######## instr_decode_pipe ########
===== config.mk =====
export PLATFORM = sky130hd
export DESIGN_NAME = instr_decode_pipe
export DESIGN_NICKNAME = d
export VERILOG_FILES = /design/src/rtl/instr_decode_pipe_pkg.sv /design/src/rtl/instr_type_lut.sv /design/src/rtl/instr_decode_pipe.sv
export SDC_FILE = /design/constraint.sdc
export NUM_CORES = 1
export LEC_CHECK = 0
export CORE_ASPECT_RATIO = 1.1
export CORE_UTILIZATION = 25
export CTS_BUF_LIST = sky130_fd_sc_hd__clkbuf_4 sky130_fd_sc_hd__clkbuf_8
export DETAILED_ROUTE_END_ITERATION = 8
export PLACE_DENSITY = 0.51
export SYNTH_ARGS = -nofsm -noshare
export SYNTH_HDL_FRONTEND = slang
export SYNTH_SLANG_ARGS = --single-unit

===== constraint.sdc =====
create_clock -name clk -period 9.7 [get_ports clk]
set_input_delay 2.91 -clock clk [delete_from_list [all_inputs] [get_ports clk]]
set_output_delay 2.91 -clock clk [all_outputs]
set_load 0.02 [all_outputs]

===== src/rtl/instr_decode_pipe_pkg.sv =====
// Decode constants shared by the D stage and the hazard unit:
// opcodes/functs, one-hot type bit indices, Tuse/Tnew encodings.
package instr_decode_pipe_pkg;

  localparam logic [5:0] OP_R     = 6'h00;
  localparam logic [5:0] OP_J     = 6'h02;
  localparam logic [5:0] OP_JAL   = 6'h03;
  localparam logic [5:0] OP_BEQ   = 6'h04;
  localparam logic [5:0] OP_BNE   = 6'h05;
  localparam logic [5:0] OP_ADDIU = 6'h09;
  localparam logic [5:0] OP_ANDI  = 6'h0c;
  localparam logic [5:0] OP_ORI   = 6'h0d;
  localparam logic [5:0] OP_LUI   = 6'h0f;
  localparam logic [5:0] OP_LB    = 6'h20;
  localparam logic [5:0] OP_LW    = 6'h23;
  localparam logic [5:0] OP_SB    = 6'h28;
  localparam logic [5:0] OP_SW    = 6'h2b;

  localparam logic [5:0] FN_SLL  = 6'h00;
  localparam logic [5:0] FN_JR   = 6'h08;
  localparam logic [5:0] FN_JALR = 6'h09;
  localparam logic [5:0] FN_ADDU = 6'h21;
  localparam logic [5:0] FN_SUBU = 6'h23;
  localparam logic [5:0] FN_SLT  = 6'h2a;

  localparam int T_ADDU  = 0;
  localparam int T_SUBU  = 1;
  localparam int T_SLL   = 2;
  localparam int T_JR    = 3;
  localparam int T_ORI   = 4;
  localparam int T_LW    = 5;
  localparam int T_SW    = 6;
  localparam int T_BEQ   = 7;
  localparam int T_LUI   = 8;
  localparam int T_J     = 9;
  localparam int T_JAL   = 10;
  localparam int T_ADDIU = 11;
  localparam int T_ANDI  = 12;
  localparam int T_BNE   = 13;
  localparam int T_LB    = 14;
  localparam int T_SB    = 15;
  localparam int T_SLT   = 16;
  localparam int T_JALR  = 17;

  localparam logic [1:0] TUSE_0    = 2'd0;
  localparam logic [1:0] TUSE_1    = 2'd1;
  localparam logic [1:0] TUSE_2    = 2'd2;
  localparam logic [1:0] TUSE_NONE = 2'd3;

  localparam logic [1:0] TNEW_NONE = 2'd0;
  localparam logic [1:0] TNEW_ALU  = 2'd1;
  localparam logic [1:0] TNEW_LOAD = 2'd2;

  typedef enum logic [3:0] {
    C_ERR, C_ALU_R, C_ALU_I, C_LOAD, C_STORE,
    C_BR, C_JR, C_JALR, C_J, C_JAL
  } iclass_t;

  typedef enum logic [1:0] {
    D_NONE, D_RD, D_RT, D_R31
  } dsel_t;

  typedef struct packed {
    logic [1:0] tuse_rs;
    logic [1:0] tuse_rt;
    logic [1:0] tnew;
    dsel_t      dsel;
  } hz_t;

  function automatic hz_t class_info(iclass_t c);
    hz_t h;
    h = '{TUSE_NONE, TUSE_NONE, TNEW_NONE, D_NONE};
    unique case (c)
      C_ALU_R: h = '{TUSE_1, TUSE_1, TNEW_ALU, D_RD};
      C_ALU_I: h = '{TUSE_1, TUSE_NONE, TNEW_ALU, D_RT};
      C_LOAD:  h = '{TUSE_1, TUSE_NONE, TNEW_LOAD, D_RT};
      C_STORE: h = '{TUSE_1, TUSE_2, TNEW_NONE, D_NONE};
      C_BR:    h = '{TUSE_0, TUSE_0, TNEW_NONE, D_NONE};
      C_JR:    h = '{TUSE_0, TUSE_NONE, TNEW_NONE, D_NONE};
      C_JALR:  h = '{TUSE_0, TUSE_NONE, TNEW_NONE, D_RD};
      C_JAL:   h = '{TUSE_NONE, TUSE_NONE, TNEW_NONE, D_R31};
      default: h = '{TUSE_NONE, TUSE_NONE, TNEW_NONE, D_NONE};
    endcase
    return h;
  endfunction

endpackage


===== src/rtl/instr_type_lut.sv =====
// Combinational decoder: instr -> one-hot type, dst, Tuse, Tnew, illegal.
// Extended instructions decode only when EXT_EN != 0.
module instr_type_lut
  import instr_decode_pipe_pkg::*;
#(
  parameter int NUM_TYPES = 64,
  parameter int EXT_EN    = 1
) (
  input  logic [31:0]          instr,
  output logic [NUM_TYPES-1:0] itype,
  output logic [4:0]           dst,
  output logic [1:0]           tuse_rs,
  output logic [1:0]           tuse_rt,
  output logic [1:0]           tnew,
  output logic                 illegal
);

  localparam logic EXT = (EXT_EN != 0);

  logic [5:0] op;
  logic [5:0] fn;
  logic       r;
  iclass_t    cls;
  hz_t        hz;

  assign op = instr[31:26];
  assign fn = instr[5:0];
  assign r  = (op == OP_R);

  always_comb begin
    itype = '0;
    cls   = C_ERR;
    unique case (1'b1)
      r && fn == FN_ADDU: begin itype[T_ADDU] = 1'b1; cls = C_ALU_R; end
      r && fn == FN_SUBU: begin itype[T_SUBU] = 1'b1; cls = C_ALU_R; end
      r && fn == FN_SLL:  begin itype[T_SLL] = 1'b1; cls = C_ALU_R; end
      r && fn == FN_JR:   begin itype[T_JR] = 1'b1; cls = C_JR; end
      op == OP_ORI:       begin itype[T_ORI] = 1'b1; cls = C_ALU_I; end
      op == OP_LW:        begin itype[T_LW] = 1'b1; cls = C_LOAD; end
      op == OP_SW:        begin itype[T_SW] = 1'b1; cls = C_STORE; end
      op == OP_BEQ:       begin itype[T_BEQ] = 1'b1; cls = C_BR; end
      op == OP_LUI:       begin itype[T_LUI] = 1'b1; cls = C_ALU_I; end
      op == OP_J:         begin itype[T_J] = 1'b1; cls = C_J; end
      op == OP_JAL:       begin itype[T_JAL] = 1'b1; cls = C_JAL; end
      EXT && op == OP_ADDIU: begin itype[T_ADDIU] = 1'b1; cls = C_ALU_I; end
      EXT && op == OP_ANDI:  begin itype[T_ANDI] = 1'b1; cls = C_ALU_I; end
      EXT && op == OP_BNE:   begin itype[T_BNE] = 1'b1; cls = C_BR; end
      EXT && op == OP_LB:    begin itype[T_LB] = 1'b1; cls = C_LOAD; end
      EXT && op == OP_SB:    begin itype[T_SB] = 1'b1; cls = C_STORE; end
      EXT && r && fn == FN_SLT:  begin itype[T_SLT] = 1'b1; cls = C_ALU_R; end
      EXT && r && fn == FN_JALR: begin itype[T_JALR] = 1'b1; cls = C_JALR; end
      default: itype[NUM_TYPES-1] = 1'b1;
    endcase
  end

  assign hz      = class_info(cls);
  assign tuse_rs = hz.tuse_rs;
  assign tuse_rt = hz.tuse_rt;
  assign tnew    = hz.tnew;
  assign illegal = (cls == C_ERR);

  always_comb begin
    dst = 5'd0;
    unique case (hz.dsel)
      D_RD:    dst = instr[15:11];
      D_RT:    dst = instr[20:16];
      D_R31:   dst = 5'd31;
      default: dst = 5'd0;
    endcase
  end

endmodule


===== src/rtl/instr_decode_pipe.sv =====
// D-stage pipe register: one-cycle decode with valid/ready, stall, flush,
// Tnew countdown while held, saturating illegal-instruction counter.
module instr_decode_pipe
  import instr_decode_pipe_pkg::*;
#(
  parameter int NUM_TYPES = 64,
  parameter int EXT_EN    = 1,
  parameter int ERRCNT_W  = 16
) (
  input  logic                 clk,
  input  logic                 reset,
  input  logic                 in_valid,
  output logic                 in_ready,
  input  logic [31:0]          instr_in,
  input  logic [31:0]          pc_in,
  input  logic                 stall,
  input  logic                 flush,
  output logic                 out_valid,
  input  logic                 out_ready,
  output logic [NUM_TYPES-1:0] instr_type,
  output logic [4:0]           rs,
  output logic [4:0]           rt,
  output logic [4:0]           rd,
  output logic [4:0]           shamt,
  output logic [15:0]          imm16,
  output logic [31:0]          pc_out,
  output logic [4:0]           dst,
  output logic [1:0]           tuse_rs,
  output logic [1:0]           tuse_rt,
  output logic [1:0]           tnew,
  output logic [ERRCNT_W-1:0]  err_count
);

  logic [NUM_TYPES-1:0] d_type;
  logic [4:0]           d_dst;
  logic [1:0]           d_trs;
  logic [1:0]           d_trt;
  logic [1:0]           d_tnew;
  logic                 d_ill;
  logic                 accept;

  instr_type_lut #(
    .NUM_TYPES(NUM_TYPES),
    .EXT_EN   (EXT_EN)
  ) u_lut (
    .instr  (instr_in),
    .itype  (d_type),
    .dst    (d_dst),
    .tuse_rs(d_trs),
    .tuse_rt(d_trt),
    .tnew   (d_tnew),
    .illegal(d_ill)
  );

  assign in_ready = (!out_valid || out_ready) && !stall;
  assign accept   = in_valid && in_ready;

  always_ff @(posedge clk or posedge reset) begin
    if (reset) begin
      out_valid  <= 1'b0;
      instr_type <= '0;
      rs         <= '0;
      rt         <= '0;
      rd         <= '0;
      shamt      <= '0;
      imm16      <= '0;
      pc_out     <= '0;
      dst        <= '0;
      tuse_rs    <= TUSE_NONE;
      tuse_rt    <= TUSE_NONE;
      tnew       <= TNEW_NONE;
      err_count  <= '0;
    end else if (flush) begin
      // flush beats a coincident accept: the input word is dropped
      out_valid <= 1'b0;
    end else if (accept) begin
      out_valid  <= 1'b1;
      instr_type <= d_type;
      rs         <= instr_in[25:21];
      rt         <= instr_in[20:16];
      rd         <= instr_in[15:11];
      shamt      <= instr_in[10:6];
      imm16      <= instr_in[15:0];
      pc_out     <= pc_in;
      dst        <= d_dst;
      tuse_rs    <= d_trs;
      tuse_rt    <= d_trt;
      tnew       <= d_tnew;
      if (d_ill && err_count != '1)
        err_count <= err_count + ERRCNT_W'(1);
    end else if (out_valid && stall) begin
      // held entry ages: result gets one cycle closer
      if (tnew != 2'd0)
        tnew <= tnew - 2'd1;
    end else if (out_valid && out_ready) begin
      out_valid <= 1'b0;
    end
  end

endmodule


######## pc_gen ########
[config.mk]
export PLATFORM = sky130hd
export DESIGN_NAME = pc_gen
export DESIGN_NICKNAME = d
export VERILOG_FILES = /design/src/rtl/pc_gen_pkg.sv /design/src/rtl/pc_ras.sv /design/src/rtl/pc_gen.sv
export SDC_FILE = /design/constraint.sdc
export NUM_CORES = 1
export LEC_CHECK = 0
export ABC_AREA = 1
export CAP_MARGIN = 20
export CORE_MARGIN = 4
export CORE_UTILIZATION = 51
export CTS_CLUSTER_SIZE = 40
export DETAILED_ROUTE_END_ITERATION = 8
export PLACE_DENSITY = 0.8
export SLEW_MARGIN = 20
export SYNTH_ARGS = -nofsm -noshare
export SYNTH_HDL_FRONTEND = slang
export SYNTH_SLANG_ARGS = --single-unit
[constraint.sdc]
create_clock -name clk -period 5.2 [get_ports clk]
set_clock_uncertainty 0.1 [all_clocks]
set_input_delay 1.04 -clock clk [delete_from_list [all_inputs] [get_ports clk]]
set_output_delay 1.04 -clock clk [all_outputs]
set_load 0.005 [all_outputs]
[src/rtl/pc_gen_pkg.sv]
// Shared definitions for the fetch-stage next-PC generator: pc_src encodings
// and the default reset / exception addresses.
package pc_gen_pkg;

  typedef enum logic [2:0] {
    PC_SEQ    = 3'd0,
    PC_BRANCH = 3'd1,
    PC_JUMP   = 3'd2,
    PC_JR     = 3'd3,
    PC_RAS    = 3'd4
  } pc_src_e;

  localparam logic [31:0] DEFAULT_RESET_PC   = 32'h0000_3000;
  localparam logic [31:0] DEFAULT_EXC_VECTOR = 32'h0000_4180;

endpackage

[src/rtl/pc_ras.sv]
// Circular return-address stack; when full, a push overwrites the oldest entry
// and sets a sticky overflow flag.
module pc_ras #(
  parameter int WIDTH     = 32,
  parameter int RAS_DEPTH = 4
) (
  input  logic             clk,
  input  logic             reset,
  input  logic             i_en,
  input  logic             i_push,
  input  logic             i_pop,
  input  logic [WIDTH-1:0] i_data,
  output logic [WIDTH-1:0] o_top,
  output logic             o_empty,
  output logic             o_overflow
);

  localparam int PW = $clog2(RAS_DEPTH);
  localparam int CW = PW + 1;

  logic [WIDTH-1:0] r_mem [RAS_DEPTH];
  logic [PW-1:0]    r_top;
  logic [CW-1:0]    r_count;
  logic             r_overflow;

  logic          w_empty;
  logic          w_full;
  logic          w_doPush;
  logic          w_doReplace;
  logic          w_doPop;
  logic [PW-1:0] w_wrIdx;

  // Push+pop on an empty stack degenerates to a plain push.
  assign w_empty     = (r_count == '0);
  assign w_full      = (r_count == CW'(RAS_DEPTH));
  assign w_doPush    = i_en & i_push & (~i_pop | w_empty);
  assign w_doReplace = i_en & i_push & i_pop & ~w_empty;
  assign w_doPop     = i_en & i_pop & ~i_push & ~w_empty;
  assign w_wrIdx     = w_doPush ? (r_top + PW'(1)) : r_top;

  always_ff @(posedge clk) begin
    if (w_doPush || w_doReplace) begin
      r_mem[w_wrIdx] <= i_data;
    end
  end

  always_ff @(posedge clk or posedge reset) begin
    if (reset) begin
      r_top      <= '0;
      r_count    <= '0;
      r_overflow <= 1'b0;
    end else if (w_doPush) begin
      r_top <= r_top + PW'(1);
      if (w_full) begin
        r_overflow <= 1'b1;
      end else begin
        r_count <= r_count + CW'(1);
      end
    end else if (w_doPop) begin
      r_top   <= r_top - PW'(1);
      r_count <= r_count - CW'(1);
    end
  end

  assign o_top      = w_empty ? '0 : r_mem[r_top];
  assign o_empty    = w_empty;
  assign o_overflow = r_overflow;

endmodule

[src/rtl/pc_gen.sv]
// Fetch-stage next-PC generator: PC register, redirect selection, stall-time
// redirect holding, exception vectoring and a return-address stack.
module pc_gen
  import pc_gen_pkg::*;
#(
  parameter int               WIDTH      = 32,
  parameter logic [WIDTH-1:0] RESET_PC   = WIDTH'(DEFAULT_RESET_PC),
  parameter logic [WIDTH-1:0] EXC_VECTOR = WIDTH'(DEFAULT_EXC_VECTOR),
  parameter int               RAS_DEPTH  = 4
) (
  input  logic             clk,
  input  logic             reset,
  input  logic             stall,
  input  logic [2:0]       pc_src,
  input  logic             cmp,
  input  logic [WIDTH-1:0] branch_target,
  input  logic [WIDTH-1:0] jump_target,
  input  logic [WIDTH-1:0] jr_target,
  input  logic             link_push,
  input  logic [WIDTH-1:0] link_addr,
  input  logic             ras_pop,
  input  logic             exc_req,
  output logic [WIDTH-1:0] pc,
  output logic [WIDTH-1:0] pc_plus4,
  output logic [WIDTH-1:0] ras_top,
  output logic             ras_empty,
  output logic             ras_overflow,
  output logic             pc_misaligned
);

  logic [WIDTH-1:0] r_pc;
  logic [WIDTH-1:0] r_pendTarget;
  logic             r_pendValid;

  logic             w_redirect;
  logic [WIDTH-1:0] w_target;
  logic [WIDTH-1:0] w_pcPlus4;
  logic [WIDTH-1:0] w_rasTop;
  logic             w_rasEmpty;

  pc_ras #(
    .WIDTH     (WIDTH),
    .RAS_DEPTH (RAS_DEPTH)
  ) u_ras (
    .clk        (clk),
    .reset      (reset),
    .i_en       (~stall),
    .i_push     (link_push),
    .i_pop      (ras_pop),
    .i_data     (link_addr),
    .o_top      (w_rasTop),
    .o_empty    (w_rasEmpty),
    .o_overflow (ras_overflow)
  );

  assign w_pcPlus4 = r_pc + WIDTH'(4);

  // A predicted return falls back to the register target when the stack is empty.
  always_comb begin
    w_redirect = 1'b0;
    w_target   = '0;
    case (pc_src)
      PC_BRANCH: begin
        w_redirect = cmp;
        w_target   = branch_target;
      end
      PC_JUMP: begin
        w_redirect = 1'b1;
        w_target   = jump_target;
      end
      PC_JR: begin
        w_redirect = 1'b1;
        w_target   = jr_target;
      end
      PC_RAS: begin
        w_redirect = 1'b1;
        w_target   = w_rasEmpty ? jr_target : w_rasTop;
      end
      default: begin
        w_redirect = 1'b0;
        w_target   = '0;
      end
    endcase
  end

  always_ff @(posedge clk or posedge reset) begin
    if (reset) begin
      r_pc         <= RESET_PC;
      r_pendValid  <= 1'b0;
      r_pendTarget <= '0;
    end else if (exc_req) begin
      r_pc        <= EXC_VECTOR;
      r_pendValid <= 1'b0;
    end else if (stall) begin
      if (w_redirect) begin
        r_pendTarget <= w_target;
        r_pendValid  <= 1'b1;
      end
    end else if (r_pendValid) begin
      r_pc        <= r_pendTarget;
      r_pendValid <= 1'b0;
    end else if (w_redirect) begin
      r_pc <= w_target;
    end else begin
      r_pc <= w_pcPlus4;
    end
  end

  assign pc            = r_pc;
  assign pc_plus4      = w_pcPlus4;
  assign ras_top       = w_rasTop;
  assign ras_empty     = w_rasEmpty;
  assign pc_misaligned = |r_pc[1:0];

endmodule

######## rr_arbiter8 ########
--- config.mk ---
export PLATFORM = sky130hd
export DESIGN_NAME = rr_arbiter8
export DESIGN_NICKNAME = d
export VERILOG_FILES = /design/src/rtl/rr_arbiter8.sv
export SDC_FILE = /design/constraint.sdc
export NUM_CORES = 1
export LEC_CHECK = 0
export CORE_MARGIN = 2
export CORE_UTILIZATION = 35
export DETAILED_ROUTE_END_ITERATION = 10
export GPL_TIMING_DRIVEN = 0
export SYNTH_ARGS = -nofsm -noshare
export SYNTH_HDL_FRONTEND = slang
export SYNTH_SLANG_ARGS = --single-unit
--- constraint.sdc ---
create_clock -name clk -period 7.82 [get_ports clk]
set_clock_uncertainty 0.05 [all_clocks]
set_input_delay 1.955 -clock clk [delete_from_list [all_inputs] [get_ports clk]]
set_output_delay 1.955 -clock clk [all_outputs]
set_load 0.05 [all_outputs]
--- src/rtl/rr_arbiter8.sv ---
// Eight-requester round-robin arbiter with registered one-hot grant and a rotating priority pointer.
// Define ARB_TIMEOUT_EN to force-release a grant after MAX_HOLD visible cycles and pulse timeout.
module rr_arbiter8 #(
    parameter int unsigned MAX_HOLD = 15
) (
    input  logic       clk,
    input  logic       rst_n,
    input  logic       en,
    input  logic [7:0] req,
    output logic [7:0] grant,
    output logic [2:0] grant_idx,
    output logic       grant_valid,
    output logic       timeout
);

    typedef enum logic {IDLE, GRANT} state_t;

    state_t     state_q, state_d;
    logic [2:0] ptr_q, ptr_d;
    logic [7:0] grant_q, grant_d;
    logic [2:0] grant_idx_q, grant_idx_d;
    logic       grant_valid_q, grant_valid_d;
    logic       timeout_q, timeout_d;

    logic       win_found;
    logic [2:0] win_idx;
    logic [2:0] cand;
    logic       expired;
    logic       release_c;

    if (MAX_HOLD < 1 || MAX_HOLD > 255) begin : g_bad_hold
        $error("rr_arbiter8: MAX_HOLD must be in 1..255");
    end

`ifdef ARB_TIMEOUT_EN
    localparam logic [7:0] HOLD_LAST = 8'(MAX_HOLD - 1);
    logic [7:0] hold_q, hold_d;

    // hold_q counts edges already survived by the current grant; visible cycles = hold_q + 1
    assign expired = (state_q == GRANT) && (hold_q >= HOLD_LAST);

    always_comb begin
        hold_d = 8'd0;
        if (state_q == GRANT && !release_c)
            hold_d = hold_q + 8'd1;
    end

    always_ff @(posedge clk or negedge rst_n) begin
        if (!rst_n) hold_q <= 8'd0;
        else        hold_q <= hold_d;
    end
`else
    assign expired = 1'b0;
`endif

    // Scan from ptr+7 down to ptr so the lowest rotated offset is written last and wins.
    always_comb begin
        win_found = 1'b0;
        win_idx   = ptr_q;
        cand      = ptr_q;
        for (int k = 7; k >= 0; k--) begin
            cand = ptr_q + 3'(k);
            if (req[cand]) begin
                win_found = 1'b1;
                win_idx   = cand;
            end
        end
    end

    assign release_c = !en || !req[grant_idx_q] || expired;

    always_ff @(posedge clk or negedge rst_n) begin
        if (!rst_n) begin
            state_q       <= IDLE;
            ptr_q         <= 3'd0;
            grant_q       <= 8'd0;
            grant_idx_q   <= 3'd0;
            grant_valid_q <= 1'b0;
            timeout_q     <= 1'b0;
        end else begin
            state_q       <= state_d;
            ptr_q         <= ptr_d;
            grant_q       <= grant_d;
            grant_idx_q   <= grant_idx_d;
            grant_valid_q <= grant_valid_d;
            timeout_q     <= timeout_d;
        end
    end

    always_comb begin
        state_d = state_q;
        ptr_d   = ptr_q;
        case (state_q)
            IDLE:  if (en && win_found) state_d = GRANT;
            GRANT: if (release_c) begin
                state_d = IDLE;
                ptr_d   = grant_idx_q + 3'd1;
            end
            default: state_d = IDLE;
        endcase
    end

    always_comb begin
        grant_d       = 8'd0;
        grant_idx_d   = 3'd0;
        grant_valid_d = 1'b0;
        timeout_d     = 1'b0;
        case (state_q)
            IDLE: if (en && win_found) begin
                grant_d       = 8'd1 << win_idx;
                grant_idx_d   = win_idx;
                grant_valid_d = 1'b1;
            end
            GRANT: if (!release_c) begin
                grant_d       = grant_q;
                grant_idx_d   = grant_idx_q;
                grant_valid_d = 1'b1;
            end else begin
                // only a release caused purely by the hold limit is reported as a timeout
                timeout_d = expired && en && req[grant_idx_q];
            end
            default: ;
        endcase
    end

    assign grant       = grant_q;
    assign grant_idx   = grant_idx_q;
    assign grant_valid = grant_valid_q;
    assign timeout     = timeout_q;

endmodule

rr_arbiter8/wire_density.png
Drawn at 4 px/um. The die is cut into 14 by 14 equal tiles; dark purple is low, yellow is high, scaled to the fullest tile. Values are wire area over tile area, all layers added.
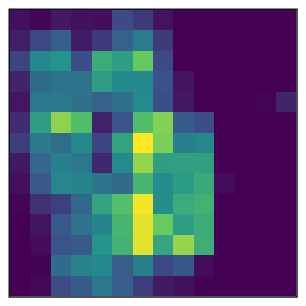
18% of the tiles are over half the peak. 36% of the tiles are nearly empty. The emptiest ninth of the die: upper right. The mean over all tiles is 0.13.
Routed wire per std cell: 17.9 um
via count: 1461
GRT Total Usage: 0.182

==> results.toml, rr_arbiter8 <==
# synthesis and place-and-route metrics
[status]
status = "completed"

[layout]
signal_buffers = 32
seq_area_um2 = 375
comb_share = 0.590
final.fill_count = 425

[critical_path]
critPathRequiredTime_ns = 7.89
crit_family = "buffers and inverters"

[synthesis]
synth-edff-count = 0
fp_nets = 172

[global_route]
antenna_found_initial = 0
met1_usage = 0.247

[cts]
cts_buffers = 3

[drt]
avgViaCountPerCell = 6.19
finalWirelength_um = 4230

[timing]
clock.fmax_mhz = 220

[die]
coreArea_um2 = 4380
die_h_um = 71.6
rr_arbiter8: state kept, by name, summed over array words and instances (netlist names):
name	count
grant	8
grant_idx	3
ptr_q	3
grant_valid	1
rr_arbiter8: final timing paths:
check,from,endpoint,cells past startpoint
hold reg to reg,grant[1]$_DFFE_PN0P_,grant[1]$_DFFE_PN0P_,2
min in group asynchronous,rst_n,grant[5]$_DFFE_PN0P_,1
setup / recovery,req[3],grant_valid$_DFF_PN0_,7
hold / removal,grant[1]$_DFFE_PN0P_,grant[1]$_DFFE_PN0P_,2
setup reg to reg,ptr_q[0]$_DFFE_PN0P_,grant_valid$_DFF_PN0_,11
max in group asynchronous,rst_n,grant_idx[1]$_DFFE_PN0P_,1
rr_arbiter8: cells by family after synthesis:
| group | synth area share |
|---|---|
| AOI/OAI and AO/OA | 0.211 |
| and+or+nand+nor | 0.121 |
| muxes | 0.332 |
| buffers and inverters | 0.0532 |
| DFF | 0.235 |
| xor gates and xnor gates | 0.0219 |
| adders and majority gates | 0.0235 |
| other | 0.00235 |
rr_arbiter8: tightest hold or removal path: stages, from the launching register on:
cell and delay (ns):
dfrtp_1 0.34, nand2_1 0.05, o41ai_1 0.05
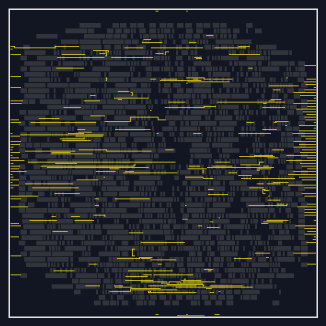
pc_gen/met3.png
Drawn at 2 px/um. Cells faint in the background.
The layer holds 7.5% of the routed length. The layer carries 2420 um of wire. The wires run mostly horizontal.
grt met3 use: 0.0450
Total Wirelength: 32300 um
via count: 9929

==> results.toml, pc_gen <==
# synthesis and place-and-route metrics
[status]
status = "completed"

[layout]
largest_reg_flops = 128
lay_top_count = "nand2_1"
fin_area_um2 = 14000
largest-register = "u_ras.r_mem"

[synthesis]
synth.largest_area_cell = "edfxtp_1"
top_cells_by_area = "edfxtp_1 (36%), nand2_1 (17%), dfrtp_1 (16%)"
yosysWarnings = 0
yosys-top-cells-count = "nand2_1 (494), inv_1 (160), nor2_1 (129)"
synthesis.area_um2 = 10800
yosys_cells = 1369
top_area_frac = 0.357

[place]
io_buffers = 236
dpl_cell_area_um2 = 13300
place_hpwl_um = 23700

[cts]
path_clk_slew_ns = 0.07
cts_tree = "done"

[timing]
setup_viol = 0
hold_violations = 0
timing.hold.ws_ns = 0.411
rsz0062_at_grt = "no"

[drt]
postRouteAntennaNets = 0
drt-initial-drc-count = 802

[critical_path]
r2r-end = "u_ras.r_mem[2][23]$_DFFE_PP_"
arrival_ns = 2.76
critPathRequiredTime_ns = 4.06
path_max_fanout = 35
critPathCaptureType = "output pin"

[global_route]
grt_start_max_net_pins = 68
grt_pass1_wl_um = 50800
antenna_found_initial = 1

[hold_path]
whs_endpoint = "pc[13]$_DFFE_PP1N_"
holdPathStages = 2

[die]
rows = 52
## pc_gen: metal layers
| metal | vias to the layer above | routed length [um] |
|---|---|---|
| met1 | 4631 | 13500 |
| met2 | 440 | 15800 |
| met3 | 40 | 2420 |
| met5 | - | 0 |
| met4 | 0 | 550 |
| li1 | 4818 | - |
## pc_gen: area by class of cell
cell class                 instances  area [um^2]  area share
multi-input combinational        943         4230       0.302
antenna                            1         2.50    0.000179
timing repair buffer             254         2530       0.181
clock inverter                    14          200      0.0143
inverter                         166          623      0.0446
sequential                       199         5620       0.402
tap                              270          338      0.0242
clock buffer                      18          429      0.0307
## pc_gen: logic make-up (layout without fill, tap and decap cells)
kind of cell | Yosys count | after routing | synth area share
adder cells (fa/ha/maj) | 4 | 4 | 0.00535
XOR/XNOR | 14 | 14 | 0.0114
buffers and inverters | 227 | 452 | 0.0864
AND-OR/OR-AND | 174 | 174 | 0.0876
multiplexers | 2 | 2 | 0.00209
AND/OR/NAND/NOR | 749 | 749 | 0.284
flip-flops | 199 | 199 | 0.523
other | 0 | 1 | 0
instr_decode_pipe/drive_strength.png
Drawn at 2 px/um.
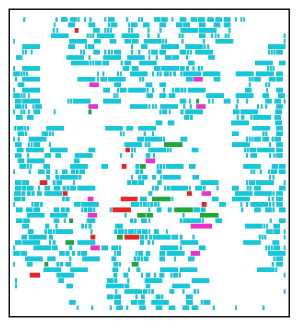
Red is drive 3 to 4, cells 12. Cyan is drive 1 or less, cells 709. Green is drive 2, cells 14. Magenta is drive 6 and up, cells 11.

instr_decode_pipe/wire_density.png
Drawn at 2 px/um. The die is cut into 28 by 31 equal tiles; dark purple is low, yellow is high, scaled to the fullest tile. Values are wire area over tile area, all layers added.
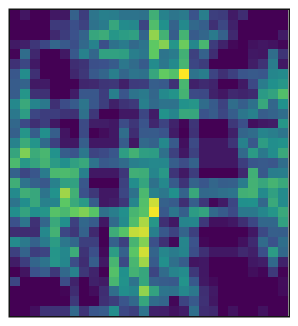
The mean over all tiles is 0.11. 16% of the tiles are nearly empty. The fullest tile reaches 0.40.
Routed wire per std cell: 14.6 um
via count: 4317
Total Wirelength: 14500 um
GRT Total Usage: 0.139

==> results.toml, instr_decode_pipe <==
# synthesis and place-and-route metrics
[critical_path]
path_max_fanout = 3
rrSetupSlack_ns = 7.29
rr_worst_depth = 6
critPathCaptureType = "output pin"
worstReg2RegStart = "out_valid$_DFFE_PP0P_"
path_class = "input pin to output pin"

[layout]
final.fill_count = 2077
fin_area_um2 = 7200
syn2layout_area_growth_pct = 38.9

[global_route]
met1_usage = 0.184
antenna_found_initial = 0
grtUsageMet2 = 0.217
grt_start_max_net_pins = 64
grt_pass1_vias = 4152

[synthesis]
synth-edff-count = 0
yosys_cells = 581
synthesis.area_um2 = 5180
synth-async-reset-ratio = 1.00
avgSynthCellArea_um2 = 8.92
ys.flops = 105
ys_sh_adder = 0.00725
yosysWarnings = 0
aoi_share = 0.0785

[die]
coreArea_um2 = 20100
die_h_um = 153

[cts]
cts_tree = "done"
post_cts_resize_count = 0
cts_buffers = 9

[hold_path]
whs_endpoint = "tuse_rt[0]$_DFFE_PP1P_"
holdPathStages = 2
hold_path.class = "flop to flop"

[timing]
tns_ns = 0
worst_pin_slew_ns = 0.824
rsz0062_at_grt = "no"
clock.fmax_mhz = 139
fin_crit_ns = 7.20

[drt]
drcViolationCount = 17
wl_met2_um = 6750
top_layer = "met4"
avgViaCountPerCell = 4.33

[status]
status = "finished, violations left"
violations = "DRC"

[place]
post-place-ws_ns = 2.52
## instr_decode_pipe: critical path, cell delays in order
cell	delay [ns]
clkdlybuf4s50_1	0.47
nand2b_1	0.15
nor2b_1	0.15
clkdlybuf4s50_1	0.61
## instr_decode_pipe: final cells by class
type | instances | area, um^2 | area share
flip-flops and latches | 105 | 2630 | 0.366
clock buffers | 10 | 131 | 0.0183
well taps | 252 | 315 | 0.0438
inverters | 6 | 25.0 | 0.00348
multi-input cells | 431 | 2150 | 0.299
clock inverters | 5 | 56.3 | 0.00782
repair buffers | 189 | 1880 | 0.262
## instr_decode_pipe: flip-flops by register name, summed over array words and instances, names as in the netlist
signal      cells
pc_out         32
imm16           7
tnew            2
rd              5
tuse_rs         2
instr_type     19
rt              5
rs              5
tuse_rt         2
shamt           4
dst             5
err_count      16
out_valid       1


## Gallery

Clock routing.
(a)
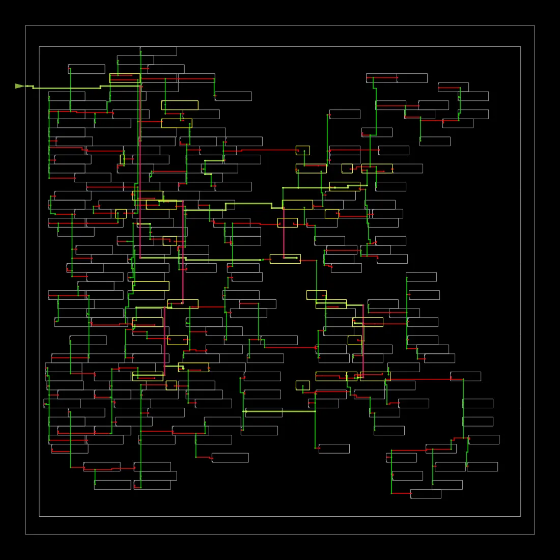
(b)
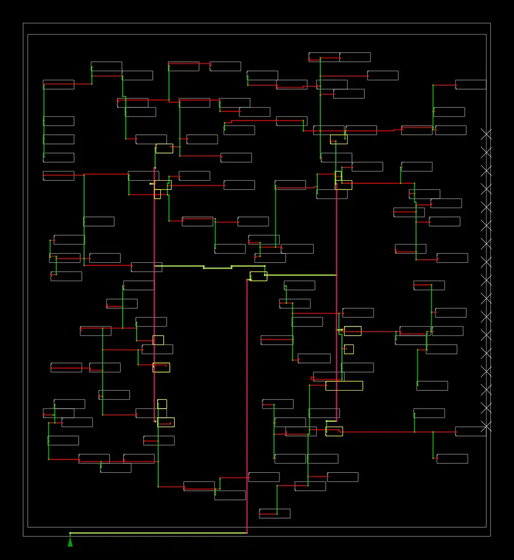
(c)
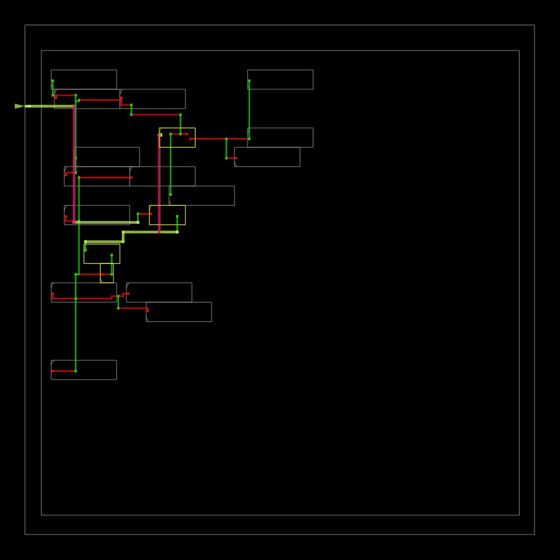
The one with the most clock buffers is (a).
| from | picture |
|---|---|
| rr_arbiter8 | (c) |
| pc_gen | (a) |
| instr_decode_pipe | (b) |

